# design 1

### Signal wires on met1, design 1

(3 px per um)
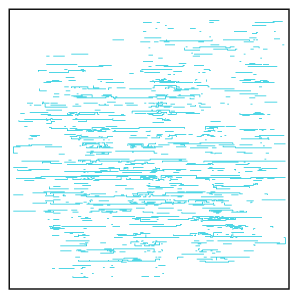

File: config.mk
export PLATFORM = sky130hd
export DESIGN_NAME = kinase_valve_sequencer
export DESIGN_NICKNAME = d
export VERILOG_FILES = /design/src/rtl/kinase_ctrl_pkg.sv /design/src/rtl/kinase_valve_sequencer_tick_gen.sv /design/src/rtl/kinase_valve_sequencer.sv
export SDC_FILE = /design/constraint.sdc
export NUM_CORES = 1
export LEC_CHECK = 0
export CAP_MARGIN = 30
export CORE_MARGIN = 1
export CORE_UTILIZATION = 40
export CTS_BUF_LIST = sky130_fd_sc_hd__clkbuf_4
export DETAILED_ROUTE_END_ITERATION = 10
export GPL_TIMING_DRIVEN = 0
export PLACE_DENSITY = 0.72
export SLEW_MARGIN = 20
export SYNTH_ARGS = -nofsm -noshare
export SYNTH_HDL_FRONTEND = slang
export SYNTH_HIERARCHICAL = 1
export SYNTH_SLANG_ARGS = --single-unit
File: constraint.sdc
create_clock -name clk -period 3.5 [get_ports clk]
set_clock_uncertainty 0.1 [all_clocks]
set_input_delay 0.525 -clock clk [delete_from_list [all_inputs] [get_ports clk]]
set_output_delay 0.525 -clock clk [all_outputs]
set_load 0.02 [all_outputs]
File: src/rtl/kinase_ctrl_pkg.sv
// kinase_ctrl_pkg: shared constants, pump tables and types for the kinase valve sequencer
package kinase_ctrl_pkg;

    localparam logic [12:0] SAFE_CTRL_A = 13'h1FFF;
    localparam logic [3:0]  SAFE_CTRL_S = 4'hF;
    localparam logic [2:0]  SAFE_PUMP_A = 3'b111;
    localparam logic [1:0]  SAFE_PUMP_B = 2'b11;

    localparam logic [2:0] PUMP_A_SEQ [6] = '{3'b011, 3'b001, 3'b101, 3'b100, 3'b110, 3'b010};
    localparam logic [1:0] PUMP_B_SEQ [2] = '{2'b01, 2'b10};

    typedef struct packed {
        logic [12:0] valve;
        logic [3:0]  sel;
        logic        pa_en;
        logic        pa_dir;
        logic        pb_en;
    } step_cmd_t;

    typedef enum logic [1:0] {IDLE, SETTLE, RUN, PARK} seq_state_e;

    function automatic logic [2:0] pa_step(input logic [2:0] idx, input logic dir);
        return dir ? (idx == 3'd0 ? 3'd5 : idx - 3'd1) : (idx == 3'd5 ? 3'd0 : idx + 3'd1);
    endfunction

endpackage

File: src/rtl/kinase_valve_sequencer_tick_gen.sv
// tick_gen: prescaler emitting a one-cycle tick every PRESCALE cycles, restartable by clr
module tick_gen #(
    parameter int PRESCALE = 1000
) (
    input  logic clk,
    input  logic rst_n,
    input  logic clr,
    output logic tick
);

    localparam int CW = $clog2(PRESCALE);

    logic [CW-1:0] cnt;

    assign tick = cnt == CW'(PRESCALE - 1);

    always_ff @(posedge clk or negedge rst_n) begin
        if (!rst_n)
            cnt <= '0;
        else
            cnt <= (clr || tick) ? '0 : cnt + CW'(1);
    end

endmodule

File: src/rtl/kinase_valve_sequencer.sv
// kinase_valve_sequencer: timed valve/pump step sequencer driving the kinase chip control pads
module kinase_valve_sequencer
    import kinase_ctrl_pkg::*;
#(
    parameter int PRESCALE   = 1000,
    parameter int DUR_W      = 16,
    parameter int SETTLE_TKS = 4,
    parameter int PUMP_DIV   = 2
) (
    input  logic             clk,
    input  logic             rst_n,
    input  logic             cmd_valid,
    output logic             cmd_ready,
    input  logic [12:0]      cmd_valve,
    input  logic [3:0]       cmd_sel,
    input  logic             cmd_pa_en,
    input  logic             cmd_pa_dir,
    input  logic             cmd_pb_en,
    input  logic [DUR_W-1:0] cmd_dur,
    input  logic             abort,
    output logic [12:0]      ctrl_a,
    output logic [3:0]       ctrl_s,
    output logic [2:0]       pump_a,
    output logic [1:0]       pump_b,
    output logic             busy,
    output logic             done,
    output logic             aborted
);

    localparam int SW = $clog2(SETTLE_TKS + 1);
    localparam int VW = $clog2(PUMP_DIV + 1);

    seq_state_e       state_q, state_d;
    step_cmd_t        cmd_q;
    logic [SW-1:0]    settle_cnt;
    logic [DUR_W-1:0] dur_cnt;
    logic [VW-1:0]    div_cnt;
    logic [2:0]       pa_idx, pa_idx_d;
    logic             pb_idx, pb_idx_d;
    logic             tick, accept, adv, pump_on;
    logic [2:0]       pump_a_d;
    logic [1:0]       pump_b_d;
    logic             busy_d, done_d, aborted_d;

    assign cmd_ready = state_q == IDLE;
    assign accept    = cmd_ready && cmd_valid;
    assign adv       = state_q == RUN && tick && div_cnt == VW'(PUMP_DIV - 1);
    assign pa_idx_d  = adv ? pa_step(pa_idx, cmd_q.pa_dir) : pa_idx;
    assign pb_idx_d  = pb_idx ^ adv;
    // valve/select pads are the latched command itself, so they hold through IDLE
    assign ctrl_a    = cmd_q.valve;
    assign ctrl_s    = cmd_q.sel;

    tick_gen #(.PRESCALE(PRESCALE)) u_tick (
        .clk  (clk),
        .rst_n(rst_n),
        .clr  (accept),
        .tick (tick)
    );

    always_ff @(posedge clk or negedge rst_n) begin
        if (!rst_n)
            state_q <= IDLE;
        else
            state_q <= state_d;
    end

    always_comb begin
        state_d = state_q;
        case (state_q)
            IDLE:    state_d = cmd_valid ? SETTLE : IDLE;
            SETTLE:  state_d = abort ? PARK : (tick && settle_cnt == SW'(SETTLE_TKS - 1)) ? RUN : SETTLE;
            RUN:     state_d = (abort || dur_cnt == '0 || (tick && dur_cnt == DUR_W'(1))) ? PARK : RUN;
            default: state_d = IDLE;
        endcase
    end

    // outputs are computed from the next state so the pads change on the same edge as the FSM
    always_comb begin
        pump_on   = state_d == RUN && dur_cnt != '0;
        pump_a_d  = (pump_on && cmd_q.pa_en) ? PUMP_A_SEQ[pa_idx_d] : SAFE_PUMP_A;
        pump_b_d  = (pump_on && cmd_q.pb_en) ? PUMP_B_SEQ[pb_idx_d] : SAFE_PUMP_B;
        busy_d    = state_d != IDLE;
        done_d    = state_d == PARK;
        aborted_d = done_d && abort;
    end

    always_ff @(posedge clk or negedge rst_n) begin
        if (!rst_n) begin
            cmd_q      <= '{valve: SAFE_CTRL_A, sel: SAFE_CTRL_S, pa_en: 1'b0, pa_dir: 1'b0, pb_en: 1'b0};
            settle_cnt <= '0;
            dur_cnt    <= '0;
            div_cnt    <= '0;
            pa_idx     <= '0;
            pb_idx     <= 1'b0;
            pump_a     <= SAFE_PUMP_A;
            pump_b     <= SAFE_PUMP_B;
            busy       <= 1'b0;
            done       <= 1'b0;
            aborted    <= 1'b0;
        end else begin
            pump_a  <= pump_a_d;
            pump_b  <= pump_b_d;
            busy    <= busy_d;
            done    <= done_d;
            aborted <= aborted_d;
            pa_idx  <= pa_idx_d;
            pb_idx  <= pb_idx_d;
            if (accept) begin
                cmd_q      <= '{valve: cmd_valve, sel: cmd_sel, pa_en: cmd_pa_en, pa_dir: cmd_pa_dir, pb_en: cmd_pb_en};
                settle_cnt <= '0;
                dur_cnt    <= cmd_dur;
                div_cnt    <= '0;
                pa_idx     <= '0;
                pb_idx     <= 1'b0;
            end else if (tick && state_q == SETTLE) begin
                settle_cnt <= settle_cnt + SW'(1);
            end else if (tick && state_q == RUN) begin
                dur_cnt <= dur_cnt - DUR_W'(dur_cnt != '0);
                div_cnt <= (div_cnt == VW'(PUMP_DIV - 1)) ? '0 : div_cnt + VW'(1);
            end
        end
    end

endmodule
# design 2

## src/rtl/seq_chunk_adder_if.sv

```systemverilog
// rtl/seq_chunk_adder_if.sv - request/result bundle for the chunked adder/subtractor
interface seq_chunk_adder_if #(
  parameter int WIDTH = 8
);
  logic             i_start;
  logic             i_sub;
  logic [WIDTH-1:0] i_a;
  logic [WIDTH-1:0] i_b;
  logic             i_cin;
  logic             o_busy;
  logic             o_done;
  logic [WIDTH-1:0] o_sum;
  logic             o_cout;
  logic             o_ovf;

  modport master (
    output i_start, i_sub, i_a, i_b, i_cin,
    input  o_busy, o_done, o_sum, o_cout, o_ovf
  );

  modport slave (
    input  i_start, i_sub, i_a, i_b, i_cin,
    output o_busy, o_done, o_sum, o_cout, o_ovf
  );
endinterface

```

## src/rtl/seq_chunk_adder.sv

```systemverilog
// rtl/seq_chunk_adder.sv - multi-cycle adder/subtractor, CHUNK bits per clock with a registered carry
module seq_chunk_adder #(
  parameter int WIDTH = 8,
  parameter int CHUNK = 2
) (
  input logic              i_clk,
  input logic              i_rst_n,
  seq_chunk_adder_if.slave bus
);
  localparam int NCHUNK = WIDTH / CHUNK;
  localparam int IDXW   = (NCHUNK > 1) ? $clog2(NCHUNK) : 1;
  localparam logic [IDXW-1:0] LAST_IDX = IDXW'(NCHUNK - 1);

  typedef enum logic [1:0] {
    S_IDLE = 2'd0,
    S_RUN  = 2'd1,
    S_DONE = 2'd2
  } state_t;

  state_t           r_state;
  state_t           w_state_nxt;
  logic [IDXW-1:0]  r_idx;
  logic [WIDTH-1:0] r_op_a;
  logic [WIDTH-1:0] r_op_b;
  logic [WIDTH-1:0] r_acc;
  logic             r_carry;
  logic [WIDTH-1:0] r_sum;
  logic             r_cout;
  logic             r_ovf;

  logic [CHUNK-1:0] w_a_slice;
  logic [CHUNK-1:0] w_b_slice;
  logic [CHUNK-1:0] w_chunk_sum;
  logic             w_chunk_cout;
  logic [WIDTH-1:0] w_acc_nxt;
  logic             w_msb_cin;
  logic             w_last;

  assign w_last = (r_idx == LAST_IDX);

  // The carry into a chunk's top bit is recovered from that bit's operands and sum,
  // which on the last chunk is exactly the carry into the word MSB.
  always_comb begin
    w_a_slice = r_op_a[int'(r_idx) * CHUNK +: CHUNK];
    w_b_slice = r_op_b[int'(r_idx) * CHUNK +: CHUNK];
    {w_chunk_cout, w_chunk_sum} = {1'b0, w_a_slice} + {1'b0, w_b_slice} + {{CHUNK{1'b0}}, r_carry};
    w_acc_nxt = r_acc;
    w_acc_nxt[int'(r_idx) * CHUNK +: CHUNK] = w_chunk_sum;
    w_msb_cin = w_a_slice[CHUNK-1] ^ w_b_slice[CHUNK-1] ^ w_chunk_sum[CHUNK-1];
  end

  always_ff @(posedge i_clk or negedge i_rst_n) begin
    if (!i_rst_n) begin
      r_state <= S_IDLE;
    end else begin
      r_state <= w_state_nxt;
    end
  end

  always_comb begin
    w_state_nxt = r_state;
    case (r_state)
      S_IDLE:  if (bus.i_start) w_state_nxt = S_RUN;
      S_RUN:   if (w_last) w_state_nxt = S_DONE;
      S_DONE:  w_state_nxt = S_IDLE;
      default: w_state_nxt = S_IDLE;
    endcase
  end

  // Subtraction is folded in at accept time: B is inverted and cin becomes ~borrow.
  always_ff @(posedge i_clk or negedge i_rst_n) begin
    if (!i_rst_n) begin
      r_idx   <= '0;
      r_op_a  <= '0;
      r_op_b  <= '0;
      r_acc   <= '0;
      r_carry <= 1'b0;
      r_sum   <= '0;
      r_cout  <= 1'b0;
      r_ovf   <= 1'b0;
    end else begin
      case (r_state)
        S_IDLE: begin
          if (bus.i_start) begin
            r_op_a  <= bus.i_a;
            r_op_b  <= bus.i_sub ? ~bus.i_b : bus.i_b;
            r_carry <= bus.i_cin ^ bus.i_sub;
            r_idx   <= '0;
          end
        end
        S_RUN: begin
          r_acc   <= w_acc_nxt;
          r_carry <= w_chunk_cout;
          r_idx   <= r_idx + IDXW'(1);
          if (w_last) begin
            r_sum  <= w_acc_nxt;
            r_cout <= w_chunk_cout;
            r_ovf  <= w_msb_cin ^ w_chunk_cout;
          end
        end
        default: begin
        end
      endcase
    end
  end

  assign bus.o_busy = (r_state == S_RUN);
  assign bus.o_done = (r_state == S_DONE);
  assign bus.o_sum  = r_sum;
  assign bus.o_cout = r_cout;
  assign bus.o_ovf  = r_ovf;
endmodule
```

## src/flat_wrapper.sv

```systemverilog
// flat-port wrapper written by rule: the top's interface ports become plain ports
module seq_chunk_adder_flat 
#(
  parameter int WIDTH = 8,
  parameter int CHUNK = 2
)
  (i_clk, i_rst_n, bus_i_start, bus_i_sub, bus_i_a, bus_i_b, bus_i_cin, bus_o_busy, bus_o_done, bus_o_sum, bus_o_cout, bus_o_ovf);
  seq_chunk_adder_if #(.WIDTH(WIDTH)) bus_i ();
  input logic i_clk;
  input logic i_rst_n;
  input wire logic [$bits(bus_i.i_start)-1:0] bus_i_start;
  input wire logic [$bits(bus_i.i_sub)-1:0] bus_i_sub;
  input wire logic [$bits(bus_i.i_a)-1:0] bus_i_a;
  input wire logic [$bits(bus_i.i_b)-1:0] bus_i_b;
  input wire logic [$bits(bus_i.i_cin)-1:0] bus_i_cin;
  output wire logic [$bits(bus_i.o_busy)-1:0] bus_o_busy;
  output wire logic [$bits(bus_i.o_done)-1:0] bus_o_done;
  output wire logic [$bits(bus_i.o_sum)-1:0] bus_o_sum;
  output wire logic [$bits(bus_i.o_cout)-1:0] bus_o_cout;
  output wire logic [$bits(bus_i.o_ovf)-1:0] bus_o_ovf;
  assign bus_i.i_start = bus_i_start;
  assign bus_i.i_sub = bus_i_sub;
  assign bus_i.i_a = bus_i_a;
  assign bus_i.i_b = bus_i_b;
  assign bus_i.i_cin = bus_i_cin;
  assign bus_o_busy = bus_i.o_busy;
  assign bus_o_done = bus_i.o_done;
  assign bus_o_sum = bus_i.o_sum;
  assign bus_o_cout = bus_i.o_cout;
  assign bus_o_ovf = bus_i.o_ovf;
  seq_chunk_adder #(.WIDTH(WIDTH), .CHUNK(CHUNK)) u_core (.i_clk(i_clk), .i_rst_n(i_rst_n), .bus(bus_i));
endmodule
```

## config.mk

```make
export PLATFORM = sky130hd
export DESIGN_NAME = seq_chunk_adder_flat
export DESIGN_NICKNAME = d
export VERILOG_FILES = /design/src/rtl/seq_chunk_adder_if.sv /design/src/rtl/seq_chunk_adder.sv /design/src/flat_wrapper.sv
export SDC_FILE = /design/constraint.sdc
export NUM_CORES = 1
export LEC_CHECK = 0
export ABC_AREA = 1
export CORE_ASPECT_RATIO = 1.2
export CORE_UTILIZATION = 55
export CTS_BUF_LIST = sky130_fd_sc_hd__clkbuf_16
export DETAILED_ROUTE_END_ITERATION = 10
export GPL_ROUTABILITY_DRIVEN = 0
export HOLD_SLACK_MARGIN = 0.1
export PLACE_DENSITY = 0.82
export SLEW_MARGIN = 20
export SYNTH_ARGS = -nofsm -noshare
export SYNTH_HDL_FRONTEND = slang
export SYNTH_SLANG_ARGS = --single-unit
```

## constraint.sdc

```tcl
create_clock -name i_clk -period 3.4 [get_ports i_clk]
set_input_delay 0.68 -clock i_clk [delete_from_list [all_inputs] [get_ports i_clk]]
set_output_delay 0.68 -clock i_clk [all_outputs]
set_load 0.05 [all_outputs]
```

# design 3

<file path="config.mk">
export PLATFORM = sky130hd
export DESIGN_NAME = nbbpu_memory_responder
export DESIGN_NICKNAME = d
export VERILOG_FILES = /design/src/rtl/nbbpu_pkg.sv /design/src/rtl/nbbpu_io_port.sv /design/src/rtl/nbbpu_memory_responder.sv
export SDC_FILE = /design/constraint.sdc
export NUM_CORES = 1
export LEC_CHECK = 0
export CAP_MARGIN = 30
export CORE_UTILIZATION = 42
export DETAILED_ROUTE_END_ITERATION = 6
export PLACE_DENSITY = 0.85
export SYNTH_ARGS = -nofsm -noshare
export SYNTH_HDL_FRONTEND = slang
export SYNTH_SLANG_ARGS = --single-unit
</file>
<file path="constraint.sdc">
create_clock -name clock -period 5.2 [get_ports clock]
set_input_delay 0.78 -clock clock [delete_from_list [all_inputs] [get_ports clock]]
set_output_delay 0.78 -clock clock [all_outputs]
set_load 0.02 [all_outputs]
</file>
<file path="src/rtl/nbbpu_pkg.sv">
// Shared definitions for the NBBPU memory responder: word width, the
// memory-mapped output register address, and the instruction-step FSM
// encoding with its sequencing function.
package nbbpu_pkg;

    localparam int WORD_WIDTH = 16;

    // Full 16-bit address of the memory-mapped output register.
    localparam logic [WORD_WIDTH-1:0] IO_ADDR_DEFAULT = 16'hFFFF;

    // One instruction walks FETCH..STEP; IDLE is the parked state.
    typedef enum logic [2:0] {
        ST_IDLE   = 3'd0,
        ST_FETCH  = 3'd1,
        ST_DECODE = 3'd2,
        ST_DATA   = 3'd3,
        ST_LOAD   = 3'd4,
        ST_STEP   = 3'd5
    } state_e;

    // Fixed five-cycle walk; run only matters when leaving IDLE or STEP,
    // so dropping run mid-instruction never aborts it.
    function automatic state_e next_state(input state_e cur, input logic run);
        state_e nxt;
        case (cur)
            ST_IDLE:   nxt = run ? ST_FETCH : ST_IDLE;
            ST_FETCH:  nxt = ST_DECODE;
            ST_DECODE: nxt = ST_DATA;
            ST_DATA:   nxt = ST_LOAD;
            ST_LOAD:   nxt = ST_STEP;
            ST_STEP:   nxt = run ? ST_FETCH : ST_IDLE;
            default:   nxt = ST_IDLE;
        endcase
        return nxt;
    endfunction

endpackage

</file>
<file path="src/rtl/nbbpu_io_port.sv">
// Memory-mapped output register: full-width address match, the io_out
// register written by a DATA-cycle store, and the load read-back mux that
// returns io_out instead of RAM data when the core reads IO_ADDR.
module nbbpu_io_port
    import nbbpu_pkg::*;
#(
    parameter logic [WORD_WIDTH-1:0] IO_ADDR = IO_ADDR_DEFAULT
) (
    input  logic                  clock,
    input  logic                  reset,          // asynchronous, active-low
    input  logic [WORD_WIDTH-1:0] address,        // untruncated core data address
    input  logic [WORD_WIDTH-1:0] write_data,
    input  logic                  store_cycle,    // DATA state with write_enable=1
    input  logic [WORD_WIDTH-1:0] mem_read_data,
    output logic                  io_match,
    output logic [WORD_WIDTH-1:0] io_out,
    output logic [WORD_WIDTH-1:0] load_data
);

    logic [WORD_WIDTH-1:0] io_out_d;
    logic [WORD_WIDTH-1:0] io_out_q;

    // Match on all 16 bits so RAM aliases of IO_ADDR never hit the register.
    always_comb begin
        io_match = (address == IO_ADDR);
    end

    // Capture store data only on a store that targets the register.
    always_comb begin
        io_out_d = io_out_q;
        if (store_cycle && io_match) begin
            io_out_d = write_data;
        end
    end

    // Output register, cleared by reset.
    always_ff @(posedge clock or negedge reset) begin
        if (!reset) begin
            io_out_q <= '0;
        end else begin
            io_out_q <= io_out_d;
        end
    end

    // Loads from IO_ADDR see the register; everything else sees RAM.
    always_comb begin
        load_data = io_match ? io_out_q : mem_read_data;
    end

    assign io_out = io_out_q;

endmodule

</file>
<file path="src/rtl/nbbpu_memory_responder.sv">
// Memory-side responder for the NBBPU core. Serves instruction fetch and
// data load/store from one single-port synchronous RAM using a fixed
// five-cycle step (FETCH, DECODE, DATA, LOAD, STEP) and releases the core
// with a one-cycle cpu_enable pulse in STEP.
//
// RAM read data arrives the cycle after the address is presented, so the
// instruction is captured in DECODE (address given in FETCH) and load data
// in LOAD (address given in DATA). mem_write_enable and cpu_enable are
// decoded from the state register alone plus core inputs that are stable
// from DATA onward; an asynchronous reset forces IDLE and drops both at once.
module nbbpu_memory_responder
    import nbbpu_pkg::*;
#(
    parameter int                    ADDR_WIDTH = 12,
    parameter logic [WORD_WIDTH-1:0] IO_ADDR    = IO_ADDR_DEFAULT,
    // Reset value of the instruction counter; 0 in normal use, a nonzero
    // preload exists so the wrap can be exercised without 64K instructions.
    parameter logic [WORD_WIDTH-1:0] COUNT_INIT = 16'h0000
) (
    input  logic                  clock,
    input  logic                  reset,            // asynchronous, active-low
    input  logic                  run,
    input  logic [WORD_WIDTH-1:0] PC,
    input  logic [WORD_WIDTH-1:0] address,
    input  logic [WORD_WIDTH-1:0] write_data,
    input  logic                  write_enable,
    output logic [WORD_WIDTH-1:0] instruction,
    output logic [WORD_WIDTH-1:0] read_data,
    output logic                  cpu_enable,
    output logic [ADDR_WIDTH-1:0] mem_address,
    output logic [WORD_WIDTH-1:0] mem_write_data,
    output logic                  mem_write_enable,
    input  logic [WORD_WIDTH-1:0] mem_read_data,
    output logic [WORD_WIDTH-1:0] io_out,
    output logic [WORD_WIDTH-1:0] instruction_count
);

    state_e                state_q;
    state_e                state_d;
    logic [WORD_WIDTH-1:0] instruction_q;
    logic [WORD_WIDTH-1:0] instruction_d;
    logic [WORD_WIDTH-1:0] read_data_q;
    logic [WORD_WIDTH-1:0] read_data_d;
    logic [WORD_WIDTH-1:0] count_q;
    logic [WORD_WIDTH-1:0] count_d;

    logic                  io_store;
    logic                  io_match;
    logic [WORD_WIDTH-1:0] io_load_data;

    // RAM only sees the low PC bits; the upper bits are intentionally dropped.
    logic                  unused_pc_hi;
    assign unused_pc_hi = ^PC[WORD_WIDTH-1:ADDR_WIDTH];

    // A store is in flight during DATA whenever the core asks for a write.
    always_comb begin
        io_store = (state_q == ST_DATA) && write_enable;
    end

    nbbpu_io_port #(
        .IO_ADDR       (IO_ADDR)
    ) u_io_port (
        .clock         (clock),
        .reset         (reset),
        .address       (address),
        .write_data    (write_data),
        .store_cycle   (io_store),
        .mem_read_data (mem_read_data),
        .io_match      (io_match),
        .io_out        (io_out),
        .load_data     (io_load_data)
    );

    // Next-state and datapath next values; registers hold outside their slot.
    always_comb begin
        state_d       = next_state(state_q, run);
        instruction_d = instruction_q;
        read_data_d   = read_data_q;
        count_d       = count_q;
        case (state_q)
            ST_DECODE: instruction_d = mem_read_data;
            ST_LOAD: begin
                if (!write_enable) begin
                    read_data_d = io_load_data;
                end
            end
            ST_STEP:   count_d = count_q + 16'd1;   // wraps naturally
            default: ;
        endcase
    end

    // RAM-side bus decoded from the current state: PC in FETCH, the data
    // address in DATA, and a write strobe only for non-IO stores.
    always_comb begin
        mem_address      = '0;
        mem_write_data   = '0;
        mem_write_enable = 1'b0;
        case (state_q)
            ST_FETCH: mem_address = PC[ADDR_WIDTH-1:0];
            ST_DATA: begin
                mem_address      = address[ADDR_WIDTH-1:0];
                mem_write_data   = write_data;
                mem_write_enable = write_enable && !io_match;
            end
            default: ;
        endcase
    end

    // Core release pulse: exactly the STEP cycle, never alongside a write.
    always_comb begin
        cpu_enable = (state_q == ST_STEP);
    end

    // FSM state and datapath registers; reset aborts any instruction.
    always_ff @(posedge clock or negedge reset) begin
        if (!reset) begin
            state_q       <= ST_IDLE;
            instruction_q <= '0;
            read_data_q   <= '0;
            count_q       <= COUNT_INIT;
        end else begin
            state_q       <= state_d;
            instruction_q <= instruction_d;
            read_data_q   <= read_data_d;
            count_q       <= count_d;
        end
    end

    assign instruction       = instruction_q;
    assign read_data         = read_data_q;
    assign instruction_count = count_q;

endmodule

</file>
# design 4

<file path="src/rtl/glitch_pkg.sv">
// Shared types for the glitch sequence generator: FSM state encoding, default
// counter sizing and the shadow-configuration record captured on arm.
package glitch_pkg;

  localparam int GLITCH_CNT_W      = 32;
  localparam int GLITCH_MAX_PULSES = 8;
  localparam int GLITCH_CNT_P_W    = $clog2(GLITCH_MAX_PULSES + 1);

  typedef enum logic [2:0] {
    ST_IDLE  = 3'd0,
    ST_ARMED = 3'd1,
    ST_DELAY = 3'd2,
    ST_PULSE = 3'd3,
    ST_GAP   = 3'd4,
    ST_DONE  = 3'd5
  } glitch_state_e;

  typedef struct packed {
    logic [GLITCH_CNT_W-1:0]   delay;
    logic [GLITCH_CNT_W-1:0]   width;
    logic [GLITCH_CNT_W-1:0]   gap;
    logic [GLITCH_CNT_P_W-1:0] count;
    logic                      trig_fall;
  } glitch_cfg_t;

  // Reload value for a duration counter: max(v,1) cycles means counting v-1 down to 0.
  function automatic logic [GLITCH_CNT_W-1:0] dur_reload(input logic [GLITCH_CNT_W-1:0] v);
    return (v == '0) ? '0 : v - GLITCH_CNT_W'(1);
  endfunction

endpackage

</file>
<file path="src/rtl/trig_sync_edge.sv">
// Two-flop synchroniser for an asynchronous pin plus a registered edge detector;
// edge_stb is a one-cycle strobe on the edge polarity chosen by trig_fall.
module trig_sync_edge (
  input  logic clk,
  input  logic rst_n,
  input  logic trig_in,
  input  logic trig_fall,
  output logic edge_stb
);

  logic r_meta;
  logic r_sync;
  logic r_prev;

  always_ff @(posedge clk or negedge rst_n) begin
    if (!rst_n) begin
      r_meta <= 1'b0;
      r_sync <= 1'b0;
      r_prev <= 1'b0;
    end else begin
      r_meta <= trig_in;
      r_sync <= r_meta;
      r_prev <= r_sync;
    end
  end

  assign edge_stb = trig_fall ? (r_prev & ~r_sync) : (r_sync & ~r_prev);

endmodule

</file>
<file path="src/rtl/glitch_seq_gen.sv">
// Programmable glitch pulse-train generator with arm/done handshake.
// Optional GLITCH_SEQ_AUTO_REARM_EN: DONE becomes a 1-cycle strobe and the block re-arms itself.
module glitch_seq_gen
  import glitch_pkg::*;
#(
  parameter  int   CNT_W      = GLITCH_CNT_W,
  parameter  int   MAX_PULSES = GLITCH_MAX_PULSES,
  parameter  logic GLITCH_POL = 1'b1,
  localparam int   CNT_P_W    = $clog2(MAX_PULSES + 1)
) (
  input  logic               clk,
  input  logic               rst_n,
  input  logic               arm,
  input  logic               trig_in,
  input  logic               trig_fall,
  input  logic [CNT_W-1:0]   cfg_delay,
  input  logic [CNT_W-1:0]   cfg_width,
  input  logic [CNT_W-1:0]   cfg_gap,
  input  logic [CNT_P_W-1:0] cfg_count,
  output logic               armed,
  output logic               busy,
  output logic               done,
  output logic               glitch
);

  glitch_state_e       r_state;
  glitch_cfg_t         r_cfg;
  logic [CNT_W-1:0]    r_cnt;
  logic [CNT_P_W-1:0]  r_pcnt;
  logic                r_armed;
  logic                r_busy;
  logic                r_done;
  logic                r_glitch;

  logic                w_edge;
  logic                w_capture;
  logic [CNT_P_W-1:0]  w_count_clamped;
  logic [CNT_W-1:0]    w_delay;
  logic [CNT_W-1:0]    w_width_rl;
  logic [CNT_W-1:0]    w_gap_rl;

  trig_sync_edge u_trig (
    .clk       (clk),
    .rst_n     (rst_n),
    .trig_in   (trig_in),
    .trig_fall (r_cfg.trig_fall),
    .edge_stb  (w_edge)
  );

  // Config is only sampled when a fresh arm is legal; the shadow copy needs no reset.
  assign w_capture       = arm && ((r_state == ST_IDLE) || (r_state == ST_DONE));
  assign w_count_clamped = (cfg_count > CNT_P_W'(MAX_PULSES)) ? CNT_P_W'(MAX_PULSES) : cfg_count;

  always_ff @(posedge clk) begin
    if (w_capture) begin
      r_cfg.delay     <= GLITCH_CNT_W'(cfg_delay);
      r_cfg.width     <= GLITCH_CNT_W'(cfg_width);
      r_cfg.gap       <= GLITCH_CNT_W'(cfg_gap);
      r_cfg.count     <= GLITCH_CNT_P_W'(w_count_clamped);
      r_cfg.trig_fall <= trig_fall;
    end
  end

  assign w_delay    = CNT_W'(r_cfg.delay);
  assign w_width_rl = CNT_W'(dur_reload(r_cfg.width));
  assign w_gap_rl   = CNT_W'(dur_reload(r_cfg.gap));

  // Counters count down to zero, so the largest delay never wraps.
  always_ff @(posedge clk or negedge rst_n) begin
    if (!rst_n) begin
      r_state  <= ST_IDLE;
      r_cnt    <= '0;
      r_pcnt   <= '0;
      r_armed  <= 1'b0;
      r_busy   <= 1'b0;
      r_done   <= 1'b0;
      r_glitch <= ~GLITCH_POL;
    end else begin
      case (r_state)
        ST_IDLE: begin
          if (arm) begin
            r_state <= ST_ARMED;
            r_armed <= 1'b1;
          end
        end
        ST_ARMED: begin
          if (w_edge) begin
            r_armed <= 1'b0;
            if (r_cfg.count == '0) begin
              r_state <= ST_DONE;
              r_done  <= 1'b1;
            end else begin
              r_state <= ST_DELAY;
              r_busy  <= 1'b1;
              r_cnt   <= w_delay;
              r_pcnt  <= CNT_P_W'(r_cfg.count);
            end
          end
        end
        ST_DELAY: begin
          if (r_cnt == '0) begin
            r_state  <= ST_PULSE;
            r_glitch <= GLITCH_POL;
            r_cnt    <= w_width_rl;
          end else begin
            r_cnt <= r_cnt - CNT_W'(1);
          end
        end
        ST_PULSE: begin
          if (r_cnt == '0) begin
            r_glitch <= ~GLITCH_POL;
            r_pcnt   <= r_pcnt - CNT_P_W'(1);
            if (r_pcnt == CNT_P_W'(1)) begin
              r_state <= ST_DONE;
              r_busy  <= 1'b0;
              r_done  <= 1'b1;
            end else begin
              r_state <= ST_GAP;
              r_cnt   <= w_gap_rl;
            end
          end else begin
            r_cnt <= r_cnt - CNT_W'(1);
          end
        end
        ST_GAP: begin
          if (r_cnt == '0) begin
            r_state  <= ST_PULSE;
            r_glitch <= GLITCH_POL;
            r_cnt    <= w_width_rl;
          end else begin
            r_cnt <= r_cnt - CNT_W'(1);
          end
        end
        ST_DONE: begin
`ifdef GLITCH_SEQ_AUTO_REARM_EN
          r_state <= ST_ARMED;
          r_done  <= 1'b0;
          r_armed <= 1'b1;
`else
          if (arm) begin
            r_state <= ST_ARMED;
            r_done  <= 1'b0;
            r_armed <= 1'b1;
          end
`endif
        end
        default: begin
          r_state  <= ST_IDLE;
          r_armed  <= 1'b0;
          r_busy   <= 1'b0;
          r_done   <= 1'b0;
          r_glitch <= ~GLITCH_POL;
        end
      endcase
    end
  end

  assign armed  = r_armed;
  assign busy   = r_busy;
  assign done   = r_done;
  assign glitch = r_glitch;

endmodule

</file>
<file path="config.mk">
export PLATFORM = sky130hd
export DESIGN_NAME = glitch_seq_gen
export DESIGN_NICKNAME = d
export VERILOG_FILES = /design/src/rtl/glitch_pkg.sv /design/src/rtl/trig_sync_edge.sv /design/src/rtl/glitch_seq_gen.sv
export SDC_FILE = /design/constraint.sdc
export NUM_CORES = 1
export LEC_CHECK = 0
export CORE_MARGIN = 2
export CORE_UTILIZATION = 34
export DETAILED_ROUTE_END_ITERATION = 8
export MAX_ROUTING_LAYER = met4
export PLACE_DENSITY_LB_ADDON = 0.08
export SYNTH_ARGS = -nofsm -noshare
export SYNTH_HDL_FRONTEND = slang
export SYNTH_HIERARCHICAL = 1
export SYNTH_SLANG_ARGS = --single-unit
</file>
<file path="constraint.sdc">
create_clock -name clk -period 10.73 [get_ports clk]
set_input_delay 1.073 -clock clk [delete_from_list [all_inputs] [get_ports clk]]
set_output_delay 1.073 -clock clk [all_outputs]
set_load 0.005 [all_outputs]
</file>
### Layout detail, design 2

Window x 30 to 55, y 39 to 64 um. Cells in gray, sequential cells in the stronger gray; small squares are vias.
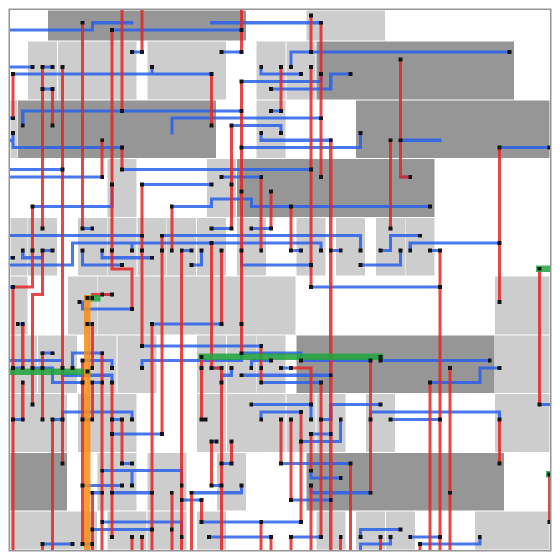
Green shows metal 3. Blue shows metal 1. Orange shows metal 4. Red shows metal 2.
Sequential cells in the window: 7. Netlist names of flops here include u_core.bus.o_sum (4), u_core.r_acc (3). Most frequent: nand2_1 (26), clkdlybuf4s50_1 (7), dfrtp_1 (7). 59 logic cells have their middle in the window.

### Congestion heat map, design 2

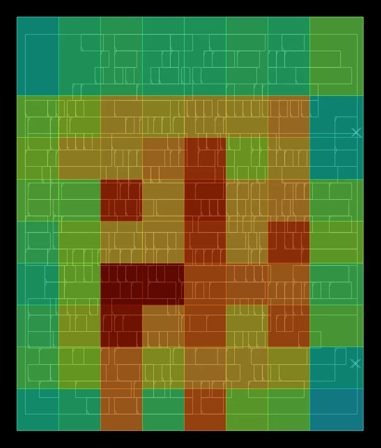
WL/cell: 12.73 um
GR Layer Usage met2: 43.09%
Final Util: 71.47%
met3 GRT Util: 5.293%
GR peak layer: met2

==> impl_metrics.ini, design 2 <==
; physical design summary
[power_and_ir_drop]
p_clk_mw = 0.430
pwr-share-clk_pct = 17.2
p_int_mw = 1.356
totalPowerFinal_mw = 2.498
peakVddDrop_mv = 0.5320
p_comb_share_pct = 50.9
switchingPower_mw = 1.143

[cts]
postCtsSetupRepairBufs = 0
cts_tree = built

[timing]
fmax_mhz = 360.0
fin_tns_setup_ps = 0
rsz0062_at_grt = false
finalClockSkew_ps = 2.623
final-max-slew-violation-count = 0

[synthesis]
ys_sh_adder_pct = 6.363
most_common_cell = nand2_1
syn_area_per_cell_sq_um = 8.220
synth_flops = 39
yosys_area_sq_um = 2006
synth_warnings = 0
ys_top_logic_family = simple AND/OR/NAND/NOR gates
yosysTopAreaCell = dfrtp_1

[run_status]
status = finished, violations left
failed_checks = DRC

[global_routing]
grt_pass1_vias = 1626

[routing]
routed_wl_mm = 3.996
met1_length_mm = 1.621
via_per_inst = 5.264
drtPass1Iterations = 7
drt-initial-drc-count = 51
drc = 4

[critical_path]
worstSetupPathType = flop to primary output
r2r_slack_ps = 710
cp.required_ps = 2720

[layout]
area_growth_pct = 22.02
design_area_sq_um = 2447
clkbuf_count = 5
fin_cells = 314
sh_seq_area_pct = 39.88

[floorplan]
fp.dieH_um = 68.15
fp_util_pct = 58.57

[placement]
dpl_cell_area_sq_um = 2310
hpwlAfterDp_mm = 2.841
pre_cts_slack_ps = 745.6

[flow_run]
max_cap_violations = 0
-- design 2: sequential cells by signal, summed over array words and instances, names as in the netlist --
| register | flops |
|---|---|
| u_core.bus.o_ovf | 1 |
| u_core.r_acc | 8 |
| u_core.r_carry | 1 |
| u_core.bus.o_sum | 8 |
| u_core.r_state | 2 |
| u_core.r_op_b | 8 |
| u_core.bus.o_cout | 1 |
| u_core.r_idx | 2 |
| u_core.r_op_a | 8 |
-- design 2: worst max-delay path: stages, from the launching register on --
cell and delay (ps):
dfrtp_1 410, nand2_2 250, clkinv_1 350, clkdlybuf4s50_1 800
### Selected gate families, design 3

(3 px per um)
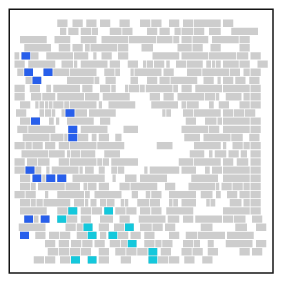
Blue shows xor and xnor cells, cells 15. Cyan shows non-inverting ao/oa cells, cells 12.

==> impl_metrics.ini, design 3 <==
; physical design summary
[critical_path]
crit_path_frequent_cell = clkdlybuf4s50_1
crit_family = buffers and inverters
cp.depth = 6
end_kind = primary output
worstSetupPathType = primary input to primary output
reg2reg_from = state_q[1]
worst_path_largest_cell_delay_ps = 560
cp_cell_sequence = clkdlybuf4s50_1 > nand4_1 > nor4_2 > buf_4 > nor2_1 > clkdlybuf4s50_1

[synthesis]
yosys_area_sq_um = 3062
yosysTopAreaCell = dfrtp_1
synth_flops = 67
synthMuxAreaShare_pct = 18.59
synth_warnings = 0
most_common_cell = dfrtp_1
area_leaders = dfrtp_1 55%, mux2_2 7.7%, mux2i_1 5.2%, mux2_4 4.9%, a22o_1 3.4%

[layout]
buf_share_pct = 33.31
finalNetCount = 483
final_cell_mix = 156 x clkdlybuf4s50_1, 67 x dfrtp_1, 21 x nor2_1, 21 x mux2_2, 17 x a21oi_1
num-multi-input-gates = 171
n_antenna_cell = 0
comb-cell-share_pct = 26.42
n_all_buffers = 164
multiInputGateArea_sq_um = 1315
layout_top_cell = clkdlybuf4s50_1
sh_seq_area_pct = 33.69

[timing]
fmax_mhz = 288.7
setup_viol = 0
final-max-slew-violation-count = 0
timing_worst_slew_pin_value_ps = 824.4
fin_tns_setup_ps = 0

[min_path]
hold_class = flop to flop
holdPathStages = 1

[cts]
ctsHoldBuffers = 0
insertion_delay_ps = 340
clockBufferDepth = 2

[routing]
via_per_inst = 5.072
routed_wl_mm = 8.459
drc = 0

[placement]
dpl_cell_area_sq_um = 4747
hpwlAfterDp_mm = 6.210
pre_cts_slack_ps = 1727

[floorplan]
io-pin-count = 162

[power_and_ir_drop]
pwr_density_cell_nw_per_um2 = 470.3

[run_status]
status = complete, no violations
-- design 3: routing by layer --
layer,GRT usage [%],wire length (um),vias up
li1,-,-,1219
met1,29.34,3575,1280
met2,38.49,4211,92
met3,5.118,480,21
met4,11.33,192,0
met5,0,0,-
-- design 3: registers in the layout (all words and copies together) (netlist names) --
name,cells
instruction,16
instruction_count,16
read_data,16
u_io_port.io_out,16
state_q,3
-- design 3: power breakdown --
part	switching (mW)	leakage, nW	internal (mW)
logic	0.550	1.12	0.578
clock network	0.191	0.106	0.247
registers	0.102	0.851	0.674
### Congestion heat map, design 1

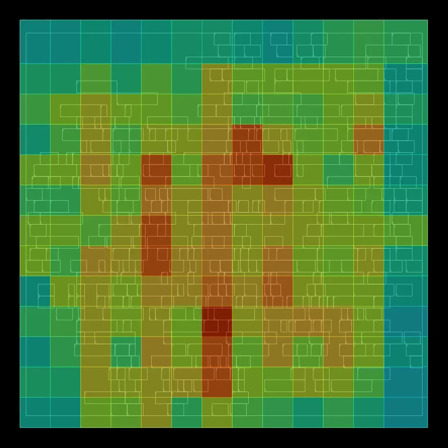
GR peak layer: met2
M1 GR Usage: 20.31%
GRT Total Usage: 16.45%

About 'Signal wires on met1' of design 1:
374 nets have wire on it. The layer holds 44% of the routed length. The layer carries 2,840 um of wire.

==> impl_metrics.ini, design 1 <==
; physical design summary
[power_and_ir_drop]
p_comb_share_pct = 42.1
p_leak_nw = 1.709
pwr-share-clk_pct = 15.4
peakVddDrop_mv = 0.3108
pwr_density_cell_nw_per_um2 = 727.5

[cts]
cts.clk_slew.worst_paths_ps = 100
root_buffer = clkbuf_4
cts_resized = 0
cts_max_level = 3
clock_sink_count = 65

[flow_run]
warnings = 26

[layout]
layout_top_cell = clkdlybuf4s50_1
drive_above_1_share_pct = 24.35
clk_share_pct = 2.962

[run_status]
status = complete, no violations

[routing]
drt-initial-drc-count = 74
top_layer = met4
met1_length_mm = 2.839
route.met3.wl_um = 468
drc = 0

[floorplan]
die_area_sq_um = 8600
core_sq_um = 7848
row_count = 32

[timing]
hold_slack_ps = 384.7
min_period_ps = 2853
setup_slack_ps = 646.9
timing_worst_slew_pin_value_ps = 567.5
fin_tns_setup_ps = 0
final.period_utilization_pct = 81.52

[synthesis]
ys_top_logic_family = simple AND/OR/NAND/NOR gates
enable_flop_cells = 0
yosys.stat.seqShare_pct = 50.23
area_leaders = dfrtp_1 33%, dfstp_2 18%, mux2_2 7.2%, buf_4 4.3%, xnor2_1 4.0%
synth_warnings = 6
ys_cells = 303

[critical_path]
cp_cell_sequence = ha_1 > nand2_2 > nor4b_4 > and3_1 > buf_4 > and3b_1 > buf_2 > nand3_1 > o22ai_1 > mux2i_1 > nand2_1
crit_path_max_fanout = 10
cp_slowest_cell = dfrtp_1
worst_path_largest_cell_delay_ps = 420

[min_path]
hold_class = flop to flop

[global_routing]
antenna_found_initial = 0
use_met2_pct = 26.36
==> design 1: worst paths after layout <==
check,start,end,slack (ps),depth (start not counted)
setup / recovery,u_tick/cnt[0],pump_a[2],650,11
hold reg to reg,cmd_q[0],pump_b[1],380,1
max in group asynchronous,rst_n,ctrl_a[5],2260,3
hold / removal,cmd_q[0],pump_b[1],380,1
setup reg to reg,u_tick/cnt[0],pump_a[2],650,11
min in group asynchronous,rst_n,busy,440,2
==> design 1: timing repair <==
action,CTS,global route
setup buffers,0,0
hold endpoints to repair,8,0
hold buffers,1,0
### Congestion heat map, design 4

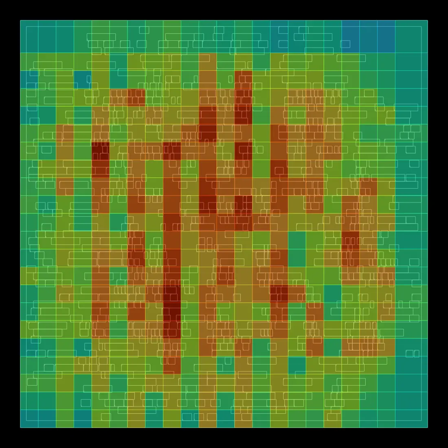
GR peak layer: met2
met3 GRT Util: 3.194%
WL/cell: 20.39 um
GRT Total Usage: 20.64%
GR Layer Usage met2: 33.54%

==> impl_metrics.ini, design 4 <==
; physical design summary
[timing]
finalClockSkew_ps = 13.96

[floorplan]
die_area_sq_um = 24780
io-pin-count = 109

[critical_path]
crit_family = simple AND/OR/NAND/NOR gates
cp-start-kind = flop

[min_path]
hold_class = flop to flop

[layout]
regArea_sq_um = 4184
final_cell_mix = 107 x clkdlybuf4s50_1, 101 x edfxtp_1, 62 x nor2_1
buf_share_pct = 11.86

[run_status]
status = complete, no violations

[synthesis]
xor_area_share_pct = 6.019
ys_sh_adder_pct = 0.9381

[placement]
numPortBuffers = 108

[flow_run]
max_cap_violations = 0

[power_and_ir_drop]
switchingPower_mw = 0.5039
==> design 4: power groups by stage <==
stage	Combinational, mW	Sequential (mW)	Clock, mW
6_report	0.288	0.767	0.601
5_1_grt	0.320	0.778	0.640
4_1_cts	0.288	0.763	0.615
3_5_place_dp	0.287	0.776	0
3_3_place_gp	0.281	0.773	0
2_1_floorplan	0.196	0.745	0
==> design 4: metal layers <==
layer	wire (um)	up-vias	part of all wire, %
met5	0	-	0
met4	392	0	1.6
met3	1144	29	4.7
met2	11660	232	48
met1	10930	3249	45
li1	-	3160	-


==> notes/layouts.md <==
Pictures saved along the way, in no particular order.

Layout detail.
Plate I
Window x 57 to 82, y 57 to 82 um. Cells in gray, sequential cells in the stronger gray; small squares are vias.
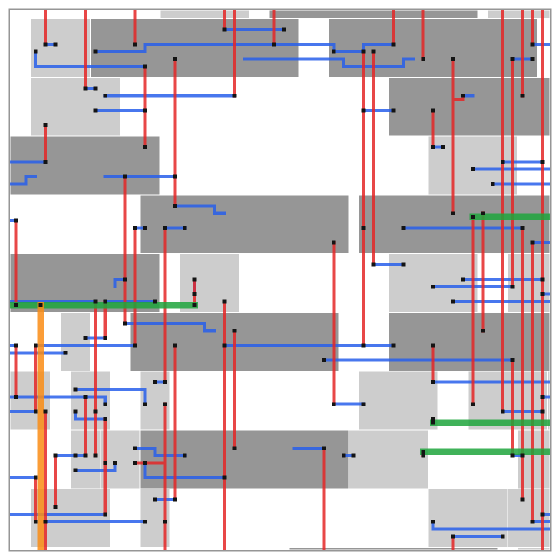
Plate II
Window x 53 to 78, y 53 to 78 um. Cells in gray, sequential cells in the stronger gray; small squares are vias.
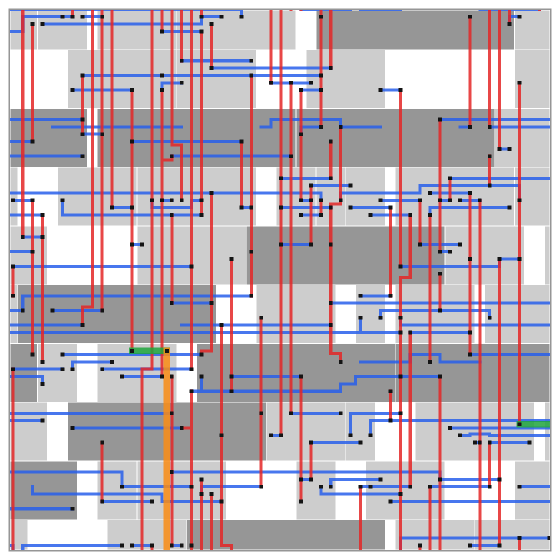
Plate III
Window x 106 to 131, y 106 to 131 um. Cells in gray, sequential cells in the stronger gray; small squares are vias.
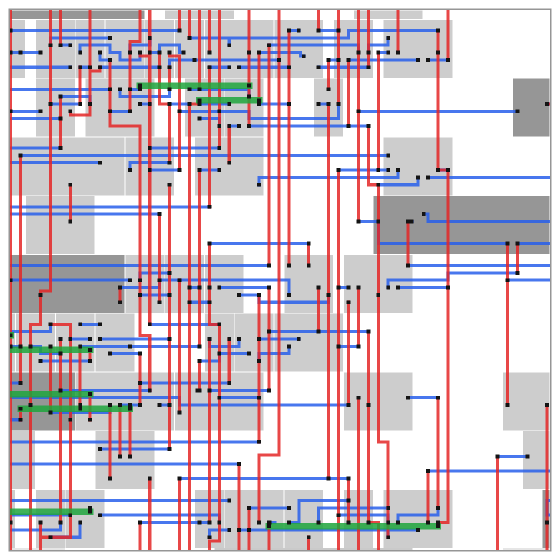
- design 3 = Plate II
- design 1 = Plate I
- design 4 = Plate III

Key to Plate III:
Green shows metal 3. Blue shows metal 1. Red shows metal 2.
44 logic cells have their middle in the window. Sequential cells in the window: 2. Netlist names of flops here include r_cnt (1), w_delay (1). Most frequent: nor2_1 (7), a21oi_1 (5), o21ai_0 (5).


==> gallery <==
Signal wires on met1.
image #1
(2 px per um)
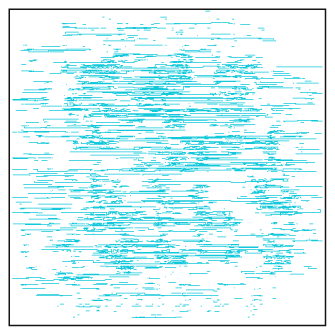
image #2
(3 px per um)
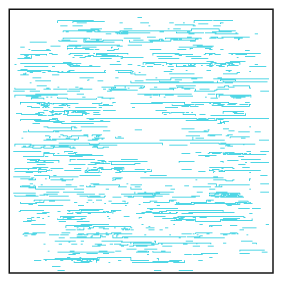
image #3
(4 px per um)
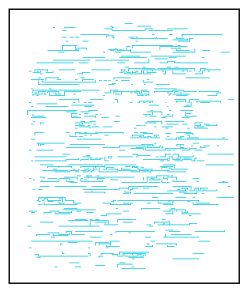
For design 3, see image #2.
For design 2, see image #3.
For design 4, see image #1.
Of these, smallest die: image #3
Of these, largest die: image #1

Key to image #2:
The layer carries 3,580 um of wire. The longest straight run is 36.8 um. The layer holds 42% of the routed length.

No activity file was given, so power comes from the tool's default toggle rates.
